==================== design 1
### Close-up of the layout, design 1

Region (40, 7) to (60, 27) um. Cells in grey, sequential cells in the stronger grey; small squares are vias.
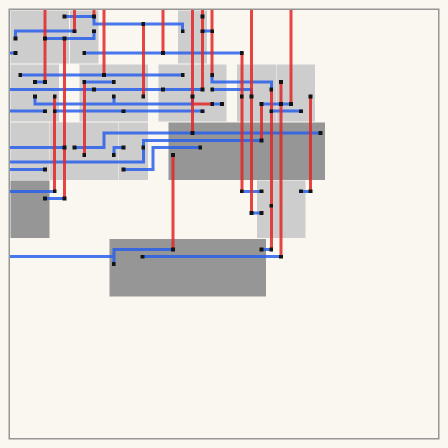

### src/rtl/enemy_control.sv
// Per-frame sequencer for the enemy handshake: delivers latched hits, broadcasts
// gen_move/apply_move, then walks a one-hot draw across the enemies.
module enemy_control #(
    parameter int NUM_ENEMIES  = 4,
    parameter int DRAW_TIMEOUT = 300,
    parameter int IDX_W        = 2
) (
    input  logic                   clock,
    input  logic                   reset,
    input  logic                   frame_start,
    input  logic [NUM_ENEMIES-1:0] attack_hit,
    input  logic [NUM_ENEMIES-1:0] draw_done,
    output logic                   init,
    output logic                   idle,
    output logic                   gen_move,
    output logic                   apply_move,
    output logic [NUM_ENEMIES-1:0] draw,
    output logic [NUM_ENEMIES-1:0] hit,
    output logic                   busy,
    output logic                   frame_done,
    output logic [NUM_ENEMIES-1:0] draw_err,
    output logic                   overrun
);

    localparam int TCNT_W = $clog2(DRAW_TIMEOUT) + 1;
    localparam logic [IDX_W-1:0]  LAST_IDX = IDX_W'(NUM_ENEMIES - 1);
    localparam logic [TCNT_W-1:0] TCNT_END = TCNT_W'(DRAW_TIMEOUT - 1);

    typedef enum logic [2:0] {
        S_INIT, S_IDLE, S_HIT, S_GEN, S_APPLY, S_DRAW, S_ACK, S_DONE
    } state_t;

    state_t                 state, state_nxt;
    logic [IDX_W-1:0]       idx;
    logic [TCNT_W-1:0]      tcnt;
    logic [NUM_ENEMIES-1:0] pending;
    logic [NUM_ENEMIES-1:0] err_q;
    logic                   overrun_q;
    logic                   done_cur;
    logic                   timeout;

    assign done_cur = draw_done[idx];
    assign timeout  = (tcnt == TCNT_END);

    always_ff @(posedge clock) begin
        if (reset) state <= S_INIT;
        else       state <= state_nxt;
    end

    always_comb begin
        state_nxt  = state;
        init       = 1'b0;
        idle       = 1'b0;
        gen_move   = 1'b0;
        apply_move = 1'b0;
        draw       = '0;
        hit        = '0;
        busy       = 1'b1;
        frame_done = 1'b0;
        draw_err   = err_q;
        overrun    = overrun_q;
        case (state)
            S_INIT: begin
                init      = 1'b1;
                state_nxt = S_IDLE;
            end
            S_IDLE: begin
                idle = 1'b1;
                busy = 1'b0;
                if (frame_start)
                    state_nxt = ((pending | attack_hit) != '0) ? S_HIT : S_GEN;
            end
            S_HIT: begin
                hit       = pending;
                state_nxt = S_GEN;
            end
            S_GEN: begin
                gen_move  = 1'b1;
                state_nxt = S_APPLY;
            end
            S_APPLY: begin
                apply_move = 1'b1;
                state_nxt  = S_DRAW;
            end
            S_DRAW: begin
                draw = NUM_ENEMIES'(1) << idx;
                if (done_cur || timeout) state_nxt = S_ACK;
            end
            S_ACK: begin
                // idle for one cycle lets the enemy drop its draw_done level
                idle      = 1'b1;
                state_nxt = (idx == LAST_IDX) ? S_DONE : S_DRAW;
            end
            S_DONE: begin
                frame_done = 1'b1;
                state_nxt  = S_IDLE;
            end
            default: state_nxt = S_INIT;
        endcase
        // every output, sticky flags included, reads zero while reset is held
        if (reset) begin
            init       = 1'b0;
            idle       = 1'b0;
            gen_move   = 1'b0;
            apply_move = 1'b0;
            draw       = '0;
            hit        = '0;
            busy       = 1'b0;
            frame_done = 1'b0;
            draw_err   = '0;
            overrun    = 1'b0;
        end
    end

    always_ff @(posedge clock) begin
        if (reset) begin
            idx       <= '0;
            tcnt      <= '0;
            pending   <= '0;
            err_q     <= '0;
            overrun_q <= 1'b0;
        end else begin
            // a hit arriving during HIT itself is kept for the next frame
            pending <= (state == S_HIT) ? attack_hit : (pending | attack_hit);
            if (frame_start && state != S_IDLE) overrun_q <= 1'b1;
            case (state)
                S_APPLY: begin
                    idx  <= '0;
                    tcnt <= '0;
                end
                S_DRAW: begin
                    if (tcnt != '1) tcnt <= tcnt + 1'b1;
                    if (timeout && !done_cur) err_q[idx] <= 1'b1;
                end
                S_ACK: begin
                    if (idx != LAST_IDX) idx <= idx + 1'b1;
                    tcnt <= '0;
                end
                default: ;
            endcase
        end
    end

endmodule

### config.mk
export PLATFORM = sky130hd
export DESIGN_NAME = enemy_control
export DESIGN_NICKNAME = d
export VERILOG_FILES = /design/src/rtl/enemy_control.sv
export SDC_FILE = /design/constraint.sdc
export NUM_CORES = 1
export LEC_CHECK = 0
export CORE_AREA = 5 5 61 63
export CTS_BUF_LIST = sky130_fd_sc_hd__clkbuf_4 sky130_fd_sc_hd__clkbuf_8 sky130_fd_sc_hd__clkbuf_16
export CTS_CLUSTER_DIAMETER = 80
export DETAILED_ROUTE_END_ITERATION = 8
export DIE_AREA = 0 0 66 68
export PLACE_DENSITY = 0.72
export SLEW_MARGIN = 15
export SYNTH_ARGS = -nofsm -noshare
export SYNTH_HDL_FRONTEND = slang
export SYNTH_SLANG_ARGS = --single-unit
### constraint.sdc
create_clock -name clock -period 2.5 [get_ports clock]
set_clock_uncertainty 0.05 [all_clocks]
set_input_delay 0.625 -clock clock [delete_from_list [all_inputs] [get_ports clock]]
set_output_delay 0.625 -clock clock [all_outputs]
set_load 0.03 [all_outputs]
==================== design 2
<file path="src/rtl/mem_arb_pkg.sv">
// Shared types and constants for the two-port memory arbiter:
// FSM state encoding, requester identifiers and the default wait limit.
package mem_arb_pkg;

   typedef enum logic [1:0] {
      ST_IDLE  = 2'd0,
      ST_ISSUE = 2'd1,
      ST_WAIT  = 2'd2,
      ST_RESP  = 2'd3
   } state_t;

   typedef enum logic {
      REQ_IF = 1'b0,
      REQ_DM = 1'b1
   } req_id_t;

   localparam int TIMEOUT_DEFAULT = 15;

endpackage

</file>
<file path="src/rtl/rr_pick2.sv">
// Two-way round-robin picker: a lone requester wins, a tie goes to the
// requester that did not win last time.
module rr_pick2
   import mem_arb_pkg::*;
(
   input  logic    i_req_if,
   input  logic    i_req_dm,
   input  req_id_t i_last,
   output logic    o_valid,
   output req_id_t o_id
);

   always_comb begin
      o_valid = i_req_if | i_req_dm;
      o_id    = REQ_IF;
      if (i_req_if && i_req_dm) begin
         o_id = (i_last == REQ_IF) ? REQ_DM : REQ_IF;
      end else if (i_req_dm) begin
         o_id = REQ_DM;
      end
   end

endmodule

</file>
<file path="src/rtl/mem_port_arbiter.sv">
// Arbitrates an instruction-fetch port and a data port onto one memory port,
// one transaction at a time, with a wait-cycle abort and registered outputs.
module mem_port_arbiter
   import mem_arb_pkg::*;
#(
   parameter int ADDR_W  = 32,
   parameter int DATA_W  = 32,
   parameter int TIMEOUT = TIMEOUT_DEFAULT
)(
   input  logic              clk,
   input  logic              rst,
   input  logic              if_req,
   input  logic [ADDR_W-1:0] if_addr,
   output logic              if_ack,
   output logic [DATA_W-1:0] if_rdata,
   input  logic              dm_req,
   input  logic              dm_we,
   input  logic [ADDR_W-1:0] dm_addr,
   input  logic [DATA_W-1:0] dm_wdata,
   output logic              dm_ack,
   output logic [DATA_W-1:0] dm_rdata,
   output logic              mem_en,
   output logic              mem_we,
   output logic [ADDR_W-1:0] mem_addr,
   output logic [DATA_W-1:0] mem_wdata,
   input  logic [DATA_W-1:0] mem_rdata,
   input  logic              mem_ready,
   output logic              busy,
   output logic              timeout_err
);

   localparam logic [3:0] WAIT_LAST = 4'(TIMEOUT - 1);

   state_t            r_state, w_state_next;
   req_id_t           r_last_grant, w_last_grant_next;
   logic [3:0]        r_wait_cnt, w_wait_cnt_next;
   logic              r_mask, w_mask_next;
   logic              r_if_ack, w_if_ack_next;
   logic              r_dm_ack, w_dm_ack_next;
   logic [DATA_W-1:0] r_if_rdata, w_if_rdata_next;
   logic [DATA_W-1:0] r_dm_rdata, w_dm_rdata_next;
   logic              r_mem_en, w_mem_en_next;
   logic              r_mem_we, w_mem_we_next;
   logic [ADDR_W-1:0] r_mem_addr, w_mem_addr_next;
   logic [DATA_W-1:0] r_mem_wdata, w_mem_wdata_next;
   logic              r_busy, w_busy_next;
   logic              r_timeout_err, w_timeout_err_next;

   logic              w_if_eff, w_dm_eff;
   logic              w_gnt_valid;
   req_id_t           w_gnt_id;
   logic              w_wait_expired;
   logic [DATA_W-1:0] w_cap_data;

   // The requester acked last holds its req one extra cycle; ignore it then.
   assign w_if_eff = if_req & ~(r_mask & (r_last_grant == REQ_IF));
   assign w_dm_eff = dm_req & ~(r_mask & (r_last_grant == REQ_DM));

   rr_pick2 u_pick (
      .i_req_if (w_if_eff),
      .i_req_dm (w_dm_eff),
      .i_last   (r_last_grant),
      .o_valid  (w_gnt_valid),
      .o_id     (w_gnt_id)
   );

   assign w_wait_expired = (r_state == ST_WAIT) && (r_wait_cnt == WAIT_LAST);
   assign w_cap_data     = mem_ready ? mem_rdata : '0;

   always_ff @(posedge clk or negedge rst) begin
      if (!rst) begin
         r_state       <= ST_IDLE;
         r_last_grant  <= REQ_DM;
         r_wait_cnt    <= 4'd0;
         r_mask        <= 1'b0;
         r_if_ack      <= 1'b0;
         r_dm_ack      <= 1'b0;
         r_if_rdata    <= '0;
         r_dm_rdata    <= '0;
         r_mem_en      <= 1'b0;
         r_mem_we      <= 1'b0;
         r_mem_addr    <= '0;
         r_mem_wdata   <= '0;
         r_busy        <= 1'b0;
         r_timeout_err <= 1'b0;
      end else begin
         r_state       <= w_state_next;
         r_last_grant  <= w_last_grant_next;
         r_wait_cnt    <= w_wait_cnt_next;
         r_mask        <= w_mask_next;
         r_if_ack      <= w_if_ack_next;
         r_dm_ack      <= w_dm_ack_next;
         r_if_rdata    <= w_if_rdata_next;
         r_dm_rdata    <= w_dm_rdata_next;
         r_mem_en      <= w_mem_en_next;
         r_mem_we      <= w_mem_we_next;
         r_mem_addr    <= w_mem_addr_next;
         r_mem_wdata   <= w_mem_wdata_next;
         r_busy        <= w_busy_next;
         r_timeout_err <= w_timeout_err_next;
      end
   end

   always_comb begin
      w_state_next = r_state;
      case (r_state)
         ST_IDLE:  if (w_gnt_valid) w_state_next = ST_ISSUE;
         ST_ISSUE: w_state_next = mem_ready ? ST_RESP : ST_WAIT;
         ST_WAIT:  if (mem_ready || w_wait_expired) w_state_next = ST_RESP;
         ST_RESP:  w_state_next = ST_IDLE;
         default:  w_state_next = ST_IDLE;
      endcase
   end

   // Computes the next value of every registered output from the transition.
   always_comb begin
      w_last_grant_next  = r_last_grant;
      w_mem_we_next      = r_mem_we;
      w_mem_addr_next    = r_mem_addr;
      w_mem_wdata_next   = r_mem_wdata;
      w_if_rdata_next    = r_if_rdata;
      w_dm_rdata_next    = r_dm_rdata;
      w_timeout_err_next = r_timeout_err;
      w_if_ack_next      = 1'b0;
      w_dm_ack_next      = 1'b0;
      w_mem_en_next      = (w_state_next == ST_ISSUE);
      w_busy_next        = (w_state_next != ST_IDLE);
      w_mask_next        = (r_state == ST_RESP);
      w_wait_cnt_next    = (r_state == ST_WAIT) ? r_wait_cnt + 4'd1 : 4'd0;

      if ((r_state == ST_IDLE) && w_gnt_valid) begin
         w_last_grant_next = w_gnt_id;
         if (w_gnt_id == REQ_DM) begin
            w_mem_we_next    = dm_we;
            w_mem_addr_next  = dm_addr;
            w_mem_wdata_next = dm_wdata;
         end else begin
            w_mem_we_next    = 1'b0;
            w_mem_addr_next  = if_addr;
            w_mem_wdata_next = '0;
         end
      end

      if (((r_state == ST_ISSUE) || (r_state == ST_WAIT)) && (w_state_next == ST_RESP)) begin
         if (!mem_ready) w_timeout_err_next = 1'b1;
         if (r_last_grant == REQ_DM) begin
            w_dm_ack_next   = 1'b1;
            w_dm_rdata_next = w_cap_data;
         end else begin
            w_if_ack_next   = 1'b1;
            w_if_rdata_next = w_cap_data;
         end
      end
   end

   assign if_ack      = r_if_ack;
   assign dm_ack      = r_dm_ack;
   assign if_rdata    = r_if_rdata;
   assign dm_rdata    = r_dm_rdata;
   assign mem_en      = r_mem_en;
   assign mem_we      = r_mem_we;
   assign mem_addr    = r_mem_addr;
   assign mem_wdata   = r_mem_wdata;
   assign busy        = r_busy;
   assign timeout_err = r_timeout_err;

endmodule
</file>
<file path="config.mk">
export PLATFORM = sky130hd
export DESIGN_NAME = mem_port_arbiter
export DESIGN_NICKNAME = d
export VERILOG_FILES = /design/src/rtl/mem_arb_pkg.sv /design/src/rtl/rr_pick2.sv /design/src/rtl/mem_port_arbiter.sv
export SDC_FILE = /design/constraint.sdc
export NUM_CORES = 1
export LEC_CHECK = 0
export CAP_MARGIN = 40
export CORE_MARGIN = 2
export CORE_UTILIZATION = 42
export DETAILED_ROUTE_END_ITERATION = 10
export GPL_TIMING_DRIVEN = 0
export PLACE_DENSITY = 0.82
export RECOVER_POWER = 100
export SLEW_MARGIN = 15
export SYNTH_ARGS = -nofsm -noshare
export SYNTH_HDL_FRONTEND = slang
export SYNTH_HIERARCHICAL = 1
export SYNTH_SLANG_ARGS = --single-unit
</file>
<file path="constraint.sdc">
create_clock -name clk -period 2.25 [get_ports clk]
set_input_delay 0.45 -clock clk [delete_from_list [all_inputs] [get_ports clk]]
set_output_delay 0.45 -clock clk [all_outputs]
set_load 0.01 [all_outputs]
</file>
==================== design 3
$ cat src/rtl/adder_pkg.sv
// Shared encodings for the adder datapath: result modes and accumulator FSM states.
package adder_pkg;

  typedef enum logic [1:0] {
    MODE_UNS  = 2'b00,
    MODE_ONES = 2'b01,
    MODE_TWOS = 2'b10,
    MODE_RSVD = 2'b11
  } mode_e;

  typedef enum logic [1:0] {
    ST_IDLE  = 2'b00,
    ST_ACCUM = 2'b01,
    ST_HOLD  = 2'b10
  } state_e;

  // The reserved encoding behaves as unsigned.
  function automatic logic mode_is_signed(input logic [1:0] mode);
    case (mode)
      MODE_ONES, MODE_TWOS: return 1'b1;
      default:              return 1'b0;
    endcase
  endfunction

endpackage

$ cat src/rtl/adder_operand_ext.sv
// Extends one adder result to accumulator width according to its encoding.
// Ones-complement negatives are shifted by one so that -0 maps to zero.
module adder_operand_ext
  import adder_pkg::*;
#(
  parameter int WIDTH     = 4,
  parameter int ACC_WIDTH = 8
) (
  input  logic [1:0]           mode,
  input  logic [WIDTH-1:0]     y,
  output logic [ACC_WIDTH-1:0] ext
);

  logic [WIDTH-1:0] w_ones_fix;

  assign w_ones_fix = y + WIDTH'(1);

  // Encoding-dependent extension
  always_comb begin
    ext = '0;
    case (mode)
      MODE_TWOS: ext = ACC_WIDTH'($signed(y));
      MODE_ONES: begin
        if (y[WIDTH-1]) begin
          ext = ACC_WIDTH'($signed(w_ones_fix));
        end else begin
          ext = ACC_WIDTH'(y);
        end
      end
      default:   ext = ACC_WIDTH'(y);
    endcase
  end

endmodule

$ cat src/rtl/adder_acc.sv
// Frame accumulator: sums COUNT adder results per frame and holds the sum for handoff.
// Define ADDER_ACC_SAT_EN to clamp on overflow instead of wrapping.
module adder_acc
  import adder_pkg::*;
#(
  parameter int WIDTH     = 4,
  parameter int ACC_WIDTH = 8,
  parameter int COUNT     = 4
) (
  input  logic                 clk,
  input  logic                 rst_n,
  input  logic [1:0]           mode_i,
  input  logic [WIDTH-1:0]     y_i,
  input  logic                 y_valid_i,
  output logic                 y_ready_o,
  output logic [ACC_WIDTH-1:0] sum_o,
  output logic                 ovf_o,
  output logic                 sum_valid_o,
  input  logic                 sum_ready_i
);

  localparam int            CW       = $clog2(COUNT + 1);
  localparam logic [CW-1:0] LAST_CNT = CW'(COUNT);
`ifdef ADDER_ACC_SAT_EN
  localparam logic [ACC_WIDTH-1:0] SMIN = ACC_WIDTH'(1) << (ACC_WIDTH - 1);
  localparam logic [ACC_WIDTH-1:0] SMAX = ~SMIN;
`endif

  state_e               r_state;
  logic [1:0]           r_mode;
  logic [ACC_WIDTH-1:0] r_acc;
  logic [CW-1:0]        r_cnt;
  logic                 r_ovf_acc;
  logic [ACC_WIDTH-1:0] r_sum;
  logic                 r_ovf;
  logic                 r_sum_valid;
  logic                 r_ready;
`ifdef ADDER_ACC_SAT_EN
  logic                 r_sat;
`endif

  logic [1:0]           w_mode;
  logic [ACC_WIDTH-1:0] w_ext;
  logic [ACC_WIDTH:0]   w_sum_full;
  logic                 w_add_ovf;
  logic [ACC_WIDTH-1:0] w_acc_next;
  logic [CW-1:0]        w_cnt_next;
  logic                 w_accept;

  // The first sample of a frame is extended with the live mode, later ones with the latched mode
  always_comb begin
    if (r_state == ST_IDLE) begin
      w_mode = mode_i;
    end else begin
      w_mode = r_mode;
    end
  end

  adder_operand_ext #(
    .WIDTH    (WIDTH),
    .ACC_WIDTH(ACC_WIDTH)
  ) u_ext (
    .mode(w_mode),
    .y   (y_i),
    .ext (w_ext)
  );

  assign w_accept   = y_valid_i & r_ready;
  assign w_sum_full = {1'b0, r_acc} + {1'b0, w_ext};
  assign w_cnt_next = r_cnt + CW'(1);

  // Per-add overflow: carry-out when unsigned, same-sign operands flipping sign when signed
  always_comb begin
    w_add_ovf = 1'b0;
    if (mode_is_signed(r_mode)) begin
      w_add_ovf = (r_acc[ACC_WIDTH-1] == w_ext[ACC_WIDTH-1]) &&
                  (w_sum_full[ACC_WIDTH-1] != r_acc[ACC_WIDTH-1]);
    end else begin
      w_add_ovf = w_sum_full[ACC_WIDTH];
    end
  end

  // Next accumulator value; a clamped frame stays frozen at its limit
  always_comb begin
    w_acc_next = w_sum_full[ACC_WIDTH-1:0];
`ifdef ADDER_ACC_SAT_EN
    if (r_sat) begin
      w_acc_next = r_acc;
    end else if (w_add_ovf) begin
      if (!mode_is_signed(r_mode)) begin
        w_acc_next = '1;
      end else if (r_acc[ACC_WIDTH-1]) begin
        w_acc_next = SMIN;
      end else begin
        w_acc_next = SMAX;
      end
    end else begin
      w_acc_next = w_sum_full[ACC_WIDTH-1:0];
    end
`endif
  end

  // Frame FSM with registered handshake and result outputs
  always_ff @(posedge clk or negedge rst_n) begin
    if (!rst_n) begin
      r_state     <= ST_IDLE;
      r_mode      <= 2'b00;
      r_acc       <= '0;
      r_cnt       <= '0;
      r_ovf_acc   <= 1'b0;
      r_sum       <= '0;
      r_ovf       <= 1'b0;
      r_sum_valid <= 1'b0;
      r_ready     <= 1'b1;
`ifdef ADDER_ACC_SAT_EN
      r_sat       <= 1'b0;
`endif
    end else begin
      case (r_state)
        ST_IDLE: begin
          if (w_accept) begin
            r_mode    <= mode_i;
            r_acc     <= w_ext;
            r_cnt     <= CW'(1);
            r_ovf_acc <= 1'b0;
`ifdef ADDER_ACC_SAT_EN
            r_sat     <= 1'b0;
`endif
            if (COUNT == 1) begin
              r_sum       <= w_ext;
              r_ovf       <= 1'b0;
              r_sum_valid <= 1'b1;
              r_ready     <= 1'b0;
              r_state     <= ST_HOLD;
            end else begin
              r_state <= ST_ACCUM;
            end
          end else begin
            r_state <= ST_IDLE;
          end
        end
        ST_ACCUM: begin
          if (w_accept) begin
            r_acc     <= w_acc_next;
            r_cnt     <= w_cnt_next;
            r_ovf_acc <= r_ovf_acc | w_add_ovf;
`ifdef ADDER_ACC_SAT_EN
            if (w_add_ovf) begin
              r_sat <= 1'b1;
            end else begin
              r_sat <= r_sat;
            end
`endif
            if (w_cnt_next == LAST_CNT) begin
              r_sum       <= w_acc_next;
              r_ovf       <= r_ovf_acc | w_add_ovf;
              r_sum_valid <= 1'b1;
              r_ready     <= 1'b0;
              r_state     <= ST_HOLD;
            end else begin
              r_state <= ST_ACCUM;
            end
          end else begin
            r_state <= ST_ACCUM;
          end
        end
        ST_HOLD: begin
          if (sum_ready_i) begin
            r_sum_valid <= 1'b0;
            r_ready     <= 1'b1;
            r_cnt       <= '0;
            r_state     <= ST_IDLE;
          end else begin
            r_state <= ST_HOLD;
          end
        end
        default: begin
          r_state     <= ST_IDLE;
          r_sum_valid <= 1'b0;
          r_ready     <= 1'b1;
          r_cnt       <= '0;
        end
      endcase
    end
  end

  assign y_ready_o   = r_ready;
  assign sum_o       = r_sum;
  assign ovf_o       = r_ovf;
  assign sum_valid_o = r_sum_valid;

endmodule

$ cat config.mk
export PLATFORM = sky130hd
export DESIGN_NAME = adder_acc
export DESIGN_NICKNAME = d
export VERILOG_FILES = /design/src/rtl/adder_pkg.sv /design/src/rtl/adder_operand_ext.sv /design/src/rtl/adder_acc.sv
export SDC_FILE = /design/constraint.sdc
export NUM_CORES = 1
export LEC_CHECK = 0
export ABC_AREA = 1
export CORE_MARGIN = 2
export CORE_UTILIZATION = 45
export CTS_CLUSTER_DIAMETER = 40
export CTS_CLUSTER_SIZE = 25
export DETAILED_ROUTE_END_ITERATION = 8
export GPL_TIMING_DRIVEN = 0
export PLACE_DENSITY = 0.77
export SETUP_SLACK_MARGIN = 0.3
export SYNTH_ARGS = -nofsm -noshare
export SYNTH_HDL_FRONTEND = slang
export SYNTH_SLANG_ARGS = --single-unit
$ cat constraint.sdc
create_clock -name clk -period 3.15 [get_ports clk]
set_input_delay 0.63 -clock clk [delete_from_list [all_inputs] [get_ports clk]]
set_output_delay 0.63 -clock clk [all_outputs]
set_load 0.05 [all_outputs]
==================== design 4
==> src/rtl/bcd_scan_mux_pkg.sv <==
// Shared definitions for the multiplexed BCD display scanner.
// Holds the digit width, a constant-safe clog2 and the leading-zero mask helper.
package bcd_scan_mux_pkg;

  localparam int BCD_W   = 4;
  localparam int MAX_DIG = 16;

  function automatic int clog2(input int value);
    int r;
    r = 0;
    while ((1 << r) < value) r++;
    return r;
  endfunction

  // Bit k set means digit k and every more-significant digit are zero; digit 0 never blanks.
  function automatic logic [MAX_DIG-1:0] lz_blank_mask(
    input logic [BCD_W*MAX_DIG-1:0] active,
    input int                       ndig
  );
    logic [MAX_DIG-1:0] mask;
    logic               all_zero;
    mask     = '0;
    all_zero = 1'b1;
    for (int k = MAX_DIG - 1; k >= 1; k--) begin
      if (k < ndig) begin
        all_zero = all_zero && (active[k*BCD_W +: BCD_W] == '0);
        mask[k]  = all_zero;
      end
    end
    return mask;
  endfunction

endpackage

==> src/rtl/bcd_scan_mux_scan_prescaler.sv <==
// Slot timing for the display scanner: cnt runs 0..DIV-1 inside a slot,
// idx steps through the digits, boundary marks the last cycle of a frame.
module bcd_scan_mux_scan_prescaler
  import bcd_scan_mux_pkg::*;
#(
  parameter  int NDIG  = 4,
  parameter  int DIV   = 50000,
  parameter  int GUARD = 16,
  localparam int CNT_W = clog2(DIV),
  localparam int IDX_W = (NDIG > 1) ? clog2(NDIG) : 1
) (
  input  logic             clk,
  input  logic             rst_n,
  output logic             slot_start_o,
  output logic             guard_o,
  output logic [IDX_W-1:0] idx_o,
  output logic             boundary_o
);

  logic [CNT_W-1:0] cnt_q, cnt_d;
  logic [IDX_W-1:0] idx_q, idx_d;
  logic             slot_end;
  logic             last_idx;

  assign slot_end = (cnt_q == CNT_W'(DIV - 1));
  assign last_idx = (idx_q == IDX_W'(NDIG - 1));

  always_comb begin
    cnt_d = cnt_q + CNT_W'(1);
    idx_d = idx_q;
    if (slot_end) begin
      cnt_d = '0;
      idx_d = last_idx ? '0 : idx_q + IDX_W'(1);
    end
  end

  always_ff @(posedge clk or negedge rst_n) begin
    if (!rst_n) begin
      cnt_q <= '0;
      idx_q <= '0;
    end else begin
      cnt_q <= cnt_d;
      idx_q <= idx_d;
    end
  end

  // A zero-length guard must not produce a constant compare against 0.
  generate
    if (GUARD == 0) begin : gen_no_guard
      assign guard_o = 1'b0;
    end else begin : gen_guard
      assign guard_o = (cnt_q < CNT_W'(GUARD));
    end
  endgenerate

  assign slot_start_o = (cnt_q == '0);
  assign idx_o        = idx_q;
  assign boundary_o   = slot_end && last_idx;

endmodule

==> src/rtl/bcd_scan_mux.sv <==
// Multi-digit common-anode scanner: shadow/active digit registers with a
// frame-aligned load handshake, leading-zero blanking and registered outputs.
module bcd_scan_mux
  import bcd_scan_mux_pkg::*;
#(
  parameter  int NDIG     = 4,
  parameter  int DIV      = 50000,
  parameter  int GUARD    = 16,
  parameter  int BLANK_LZ = 1,
  localparam int IDX_W    = (NDIG > 1) ? clog2(NDIG) : 1
) (
  input  logic                  clk,
  input  logic                  rst_n,
  input  logic                  load,
  input  logic [BCD_W*NDIG-1:0] din,
  output logic [BCD_W-1:0]      bcd,
  output logic                  en,
  output logic [NDIG-1:0]       dig_n,
  output logic                  pending,
  output logic                  frame
);

  logic                  slot_start;
  logic                  guard;
  logic [IDX_W-1:0]      idx;
  logic                  boundary;

  logic [BCD_W*NDIG-1:0] shadow_q, shadow_d;
  logic [BCD_W*NDIG-1:0] active_q, active_d;
  logic                  pending_q, pending_d;
  logic [BCD_W-1:0]      bcd_q, bcd_d;
  logic                  en_q, en_d;
  logic [NDIG-1:0]       dig_n_q, dig_n_d;
  logic                  frame_q;

  logic [BCD_W-1:0]      digit [NDIG];
  logic [MAX_DIG-1:0]    mask_full;
  logic [NDIG-1:0]       blank;
  logic                  unused_ok;

  bcd_scan_mux_scan_prescaler #(
    .NDIG  (NDIG),
    .DIV   (DIV),
    .GUARD (GUARD)
  ) u_prescaler (
    .clk          (clk),
    .rst_n        (rst_n),
    .slot_start_o (slot_start),
    .guard_o      (guard),
    .idx_o        (idx),
    .boundary_o   (boundary)
  );

  genvar gi;
  generate
    for (gi = 0; gi < NDIG; gi++) begin : gen_digit
      assign digit[gi] = active_q[gi*BCD_W +: BCD_W];
    end
  endgenerate

  assign mask_full = lz_blank_mask((BCD_W*MAX_DIG)'(active_q), NDIG);

  generate
    if (BLANK_LZ != 0) begin : gen_blank
      assign blank = mask_full[NDIG-1:0];
    end else begin : gen_no_blank
      assign blank = '0;
    end
  endgenerate

  // A load in the boundary cycle goes straight to active and never raises pending.
  always_comb begin
    shadow_d  = shadow_q;
    active_d  = active_q;
    pending_d = pending_q;
    if (load) shadow_d = din;
    if (boundary) begin
      pending_d = 1'b0;
      if (load)           active_d = din;
      else if (pending_q) active_d = shadow_q;
    end else if (load) begin
      pending_d = 1'b1;
    end
  end

  always_comb begin
    bcd_d   = digit[idx];
    en_d    = ~blank[idx];
    dig_n_d = guard ? '1 : ~(NDIG'(1) << idx);
  end

  always_ff @(posedge clk or negedge rst_n) begin
    if (!rst_n) begin
      shadow_q  <= '0;
      active_q  <= '0;
      pending_q <= 1'b0;
      bcd_q     <= '0;
      en_q      <= 1'b0;
      dig_n_q   <= '1;
      frame_q   <= 1'b0;
    end else begin
      shadow_q  <= shadow_d;
      active_q  <= active_d;
      pending_q <= pending_d;
      bcd_q     <= bcd_d;
      en_q      <= en_d;
      dig_n_q   <= dig_n_d;
      frame_q   <= boundary;
    end
  end

  assign unused_ok = &{1'b0, slot_start, mask_full};

  assign bcd     = bcd_q;
  assign en      = en_q;
  assign dig_n   = dig_n_q;
  assign pending = pending_q;
  assign frame   = frame_q;

endmodule

==> config.mk <==
export PLATFORM = sky130hd
export DESIGN_NAME = bcd_scan_mux
export DESIGN_NICKNAME = d
export VERILOG_FILES = /design/src/rtl/bcd_scan_mux_pkg.sv /design/src/rtl/bcd_scan_mux_scan_prescaler.sv /design/src/rtl/bcd_scan_mux.sv
export SDC_FILE = /design/constraint.sdc
export NUM_CORES = 1
export LEC_CHECK = 0
export ABC_AREA = 1
export CAP_MARGIN = 30
export CORE_MARGIN = 1
export CORE_UTILIZATION = 30
export DETAILED_ROUTE_END_ITERATION = 12
export GPL_ROUTABILITY_DRIVEN = 1
export PLACE_DENSITY = 0.45
export SLEW_MARGIN = 20
export SYNTH_ARGS = -nofsm -noshare
export SYNTH_HDL_FRONTEND = slang
export SYNTH_SLANG_ARGS = --single-unit
==> constraint.sdc <==
create_clock -name clk -period 3.25 [get_ports clk]
set_clock_uncertainty 0.05 [all_clocks]
set_input_delay 0.325 -clock clk [delete_from_list [all_inputs] [get_ports clk]]
set_output_delay 0.325 -clock clk [all_outputs]
set_load 0.05 [all_outputs]
### Close-up of the layout, design 4

Region (65, 15) to (85, 35) um. Cells in grey, sequential cells in the stronger grey; small squares are vias.
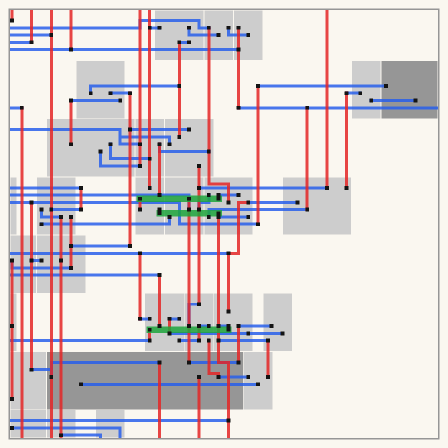
[blue] met1
[red] met2
[green] met3
sequential cells in the window: 1
cells with their middle in the window: 21
most frequent: nand2_1 (4)
netlist names of flops here include: u_prescaler.cnt_q (1)

==> out/results.ini, design 4 <==
[status]
run_status = finished, final reports clean

[finish]
dominant-cell-class = flip-flops and latches
layout.clock.cell_area_share_pct = 6.45
fill_cells = 995
comb_share_pct = 32.6
nonclk_buf_share_pct = 9.46

[synthesis]
synth.cellmix.xorXnorShare_pct = 1.82
yosys_warnings = 0

[worst_setup_path]
timing.critical_path.depth = 1
worst-endpoint-required_ns = 2.87
crit_end = dig_n[1]

[sta]
max-slew-margin-rel_pct = 51.5
min_period_over_period_pct = 62.3
max_clock_freq_mhz = 494

[drt]
detail_route.wl_per_cell_um = 12.5

[power]
cellLeakagePower_nw = 1.70
seqPwrFrac_pct = 48.1
pg_comb_w = 0.0000723

[die]
die_area_um2 = 10000

[placed_design]
placed_area_um2 = 3240

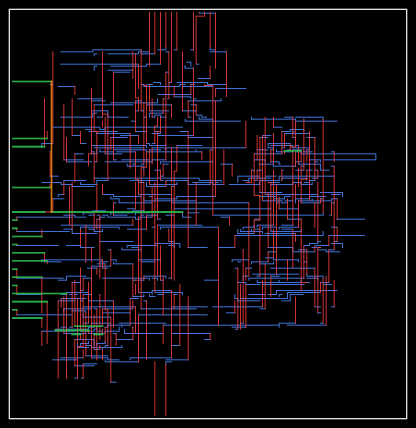
*Routed metal, one colour a layer, design 1*
Drawn at 6 px/um.
[red] met2 | wire length: 1430 um
[green] met3 | wire length: 111 um
[orange] met4 | wire length: 21.8 um
[blue] met1 | wire length: 1450 um
vias: 1217
overall routing resource usage: 13.9%
average detailed-routed wire length per instance: 12.5 um
Post-Route WL: 3000 um

About 'Close-up of the layout' of design 1:
[red] met2
[blue] met1
cells with their middle in the window: 14
sequential cells in the window: 2
netlist names of flops here include: tcnt (2)

==> out/results.ini, design 1 <==
[status]
run_status = finished, final reports clean

[worst_setup_path]
timing.critical_path.fanout_max = 13
cp_cell_sequence = nand2b_4, nor3_4, and2_1, buf_4
timing.critical_path.from_type = flop

[die]
coreArea_um2 = 3180

[power]
post-layout-total-power_w = 0.000732
power.internal_w = 0.000537

[finish]
nonclk_buf_share_pct = 16.6

[clock_network]
cts_made_buffers = 3
post-cts-setup-buffer-count = 0

[min_path]
hp-class = reg2reg

[synthesis]
synthAdderAreaFrac_pct = 4.74
async_flop_share_pct = 0
post_synth_main_area_contributors = sky130_fd_sc_hd__dfxtp_1 36%, sky130_fd_sc_hd__nor2_1 5.7%, sky130_fd_sc_hd__ha_1 4.7%, sky130_fd_sc_hd__a21oi_1 4.6%, sky130_fd_sc_hd__nand2_1 4.6%

[drt]
met3_wirelength_from_detailed_routing_um = 110

[global_route]
groute.layer.met1.usage_pct = 17.4

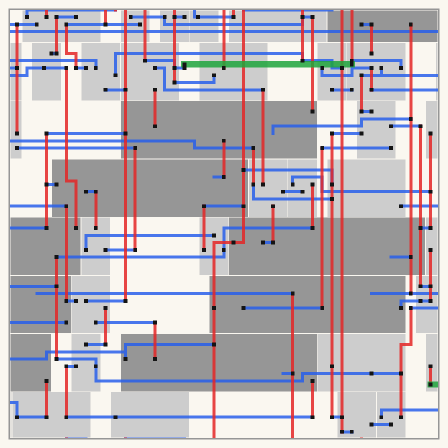
*Close-up of the layout, design 3*
Region (39, 6) to (59, 26) um. Cells in grey, sequential cells in the stronger grey; small squares are vias.
[green] met3
[blue] met1
[red] met2
most frequent: nand2_1 (8), dfrtp_1 (6), o21ai_1 (4)
cells with their middle in the window: 31
netlist names of flops here include: sum_o (3), r_acc (2)
sequential cells in the window: 6

### Congestion heat map, design 3

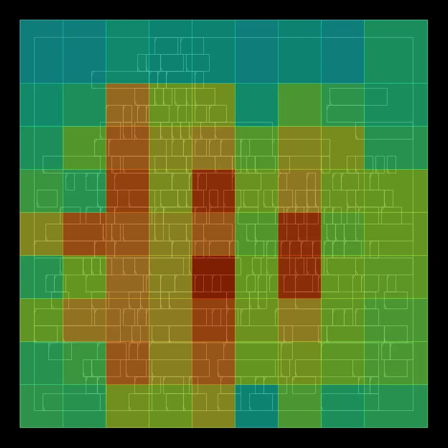
met3 Track Usage GR: 3.42%
met2 track utilization from global routing: 32.0%
share of the core filled with cells: 60.8%

==> out/results.ini, design 3 <==
[clock_network]
clk-insertion-delay-late_ns = 0.27

[die]
coreArea_um2 = 3630
die_area_um2 = 4270

[power]
comb_power_share_pct = 66.9
post-layout-total-power_w = 0.00231

[sta]
rsz0062_at_grt = yes
worstMarginPinSlew_ns = 1.20
finalMaxSlewViolations = 0

[worst_setup_path]
arrival_time_at_the_worst_endpoint_ns = 2.89
timing.critical_path.slowest_stage_cell = sky130_fd_sc_hd__dfrtp_2
worstReg2RegEnd = sum_o[6]
worst_reg2reg_startpoint = r_state[1]

[drt]
drtAntennaViolNets = 0
detail_route.wl_per_cell_um = 12.8

[synthesis]
numSynthFlops = 27
multiplexer_fraction_of_the_synthesized_cell_area_pct = 0.665
synthAdderAreaFrac_pct = 10.8

[placed_design]
placed_area_um2 = 1950

[status]
run_status = finished, final reports clean

### Metal 4, design 2

Drawn at 3 px/um. Cells faint in the background.
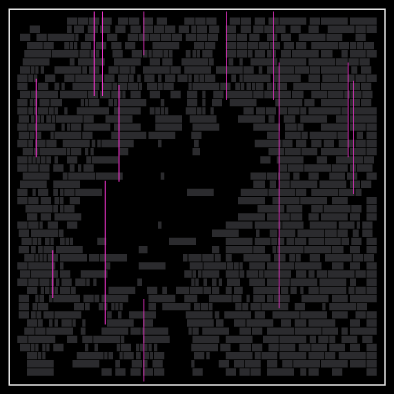
share of all routed wire: 2.5%
longest straight run: 81.6 um
wire length on this layer: 427 um
main direction: vertical

==> out/results.ini, design 2 <==
[die]
die_w_um = 125
tap-cell-count = 184

[flow_run]
log.warning_count = 32

[power]
power_density_nw_per_um2 = 1310
comb_power_share_pct = 44.6
swShare_pct = 33.7
pg_comb_w = 0.00567

[worst_setup_path]
cp_cell_sequence = inv_1, a21boi_2, or2_1, nor2_1, a21oi_4, nand4_4, buf_6, mux2_4
r2r_cells = 8
worst-endpoint-required_ns = 2.55
worst-r2r-setup-slack_ns = 0.07

[finish]
seq_area_share_pct = 36.5
logic_area_um2 = 2390
seq_cells = 142
layout-drive-gt1-share_pct = 15.4
nonClockBufferCount = 305

[sta]
fin_worst_hold_slack_ns = 0.463
finalHoldViolCount = 0

[clock_network]
htreeDepth = 4
clk-insertion-delay-late_ns = 0.42
postCtsHoldBufs = 1

[synthesis]
postSynthNetCount = 647
yosysCellCount = 506
multiplexer_fraction_of_the_synthesized_cell_area_pct = 19.5
ys_sh_simple_pct = 14.1
numSynthFlops = 142

[drt]
wire_length_the_detailed_router_placed_on_met1_um = 6870
highest-signal-layer = met4

[placed_design]
port-buffer-count = 267

[status]
run_status = finished, final reports clean


==> gallery <==
Clock wires, drivers and flops.
image #1
Drawn at 3 px/um.
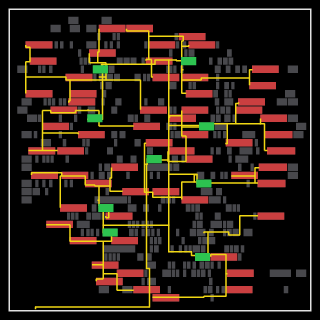
image #2
Drawn at 4 px/um.
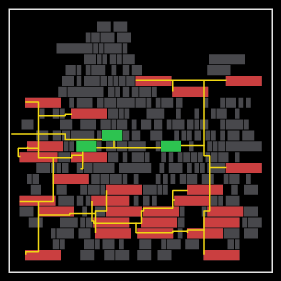
image #3
Drawn at 4 px/um.
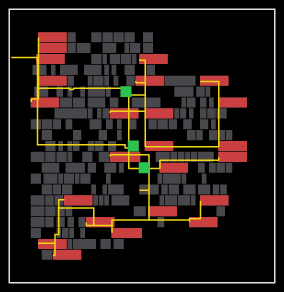
image #4
Drawn at 2 px/um.
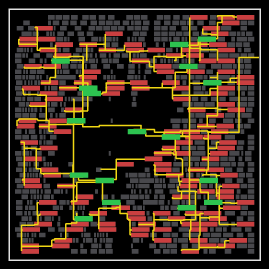
Image #4 is design 2.
Image #2 is design 3.
Image #3 is design 1.
Image #1 is design 4.
- largest die: image #4
- most sequential cells: image #4



==> notes/layouts.md <==
Pictures saved along the way, in no particular order.

Routed metal, one colour a layer.
Plate I
Drawn at 6 px/um.
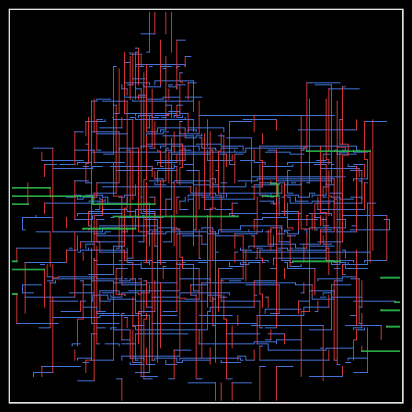
Plate II
Drawn at 4 px/um.
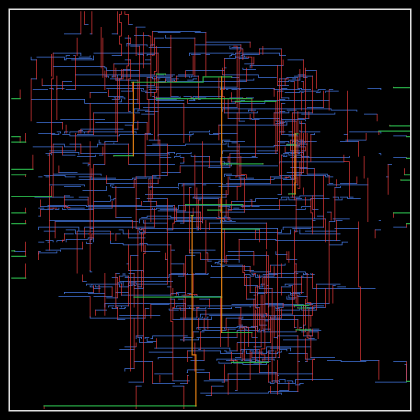
Plate III
Drawn at 3 px/um.
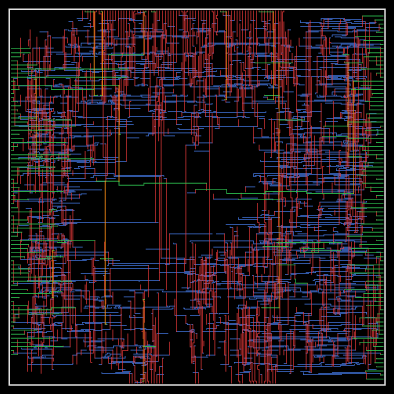
Plate II is design 4.
Plate I is design 3.
Plate III is design 2.
- largest die: Plate III
- smallest die: Plate I

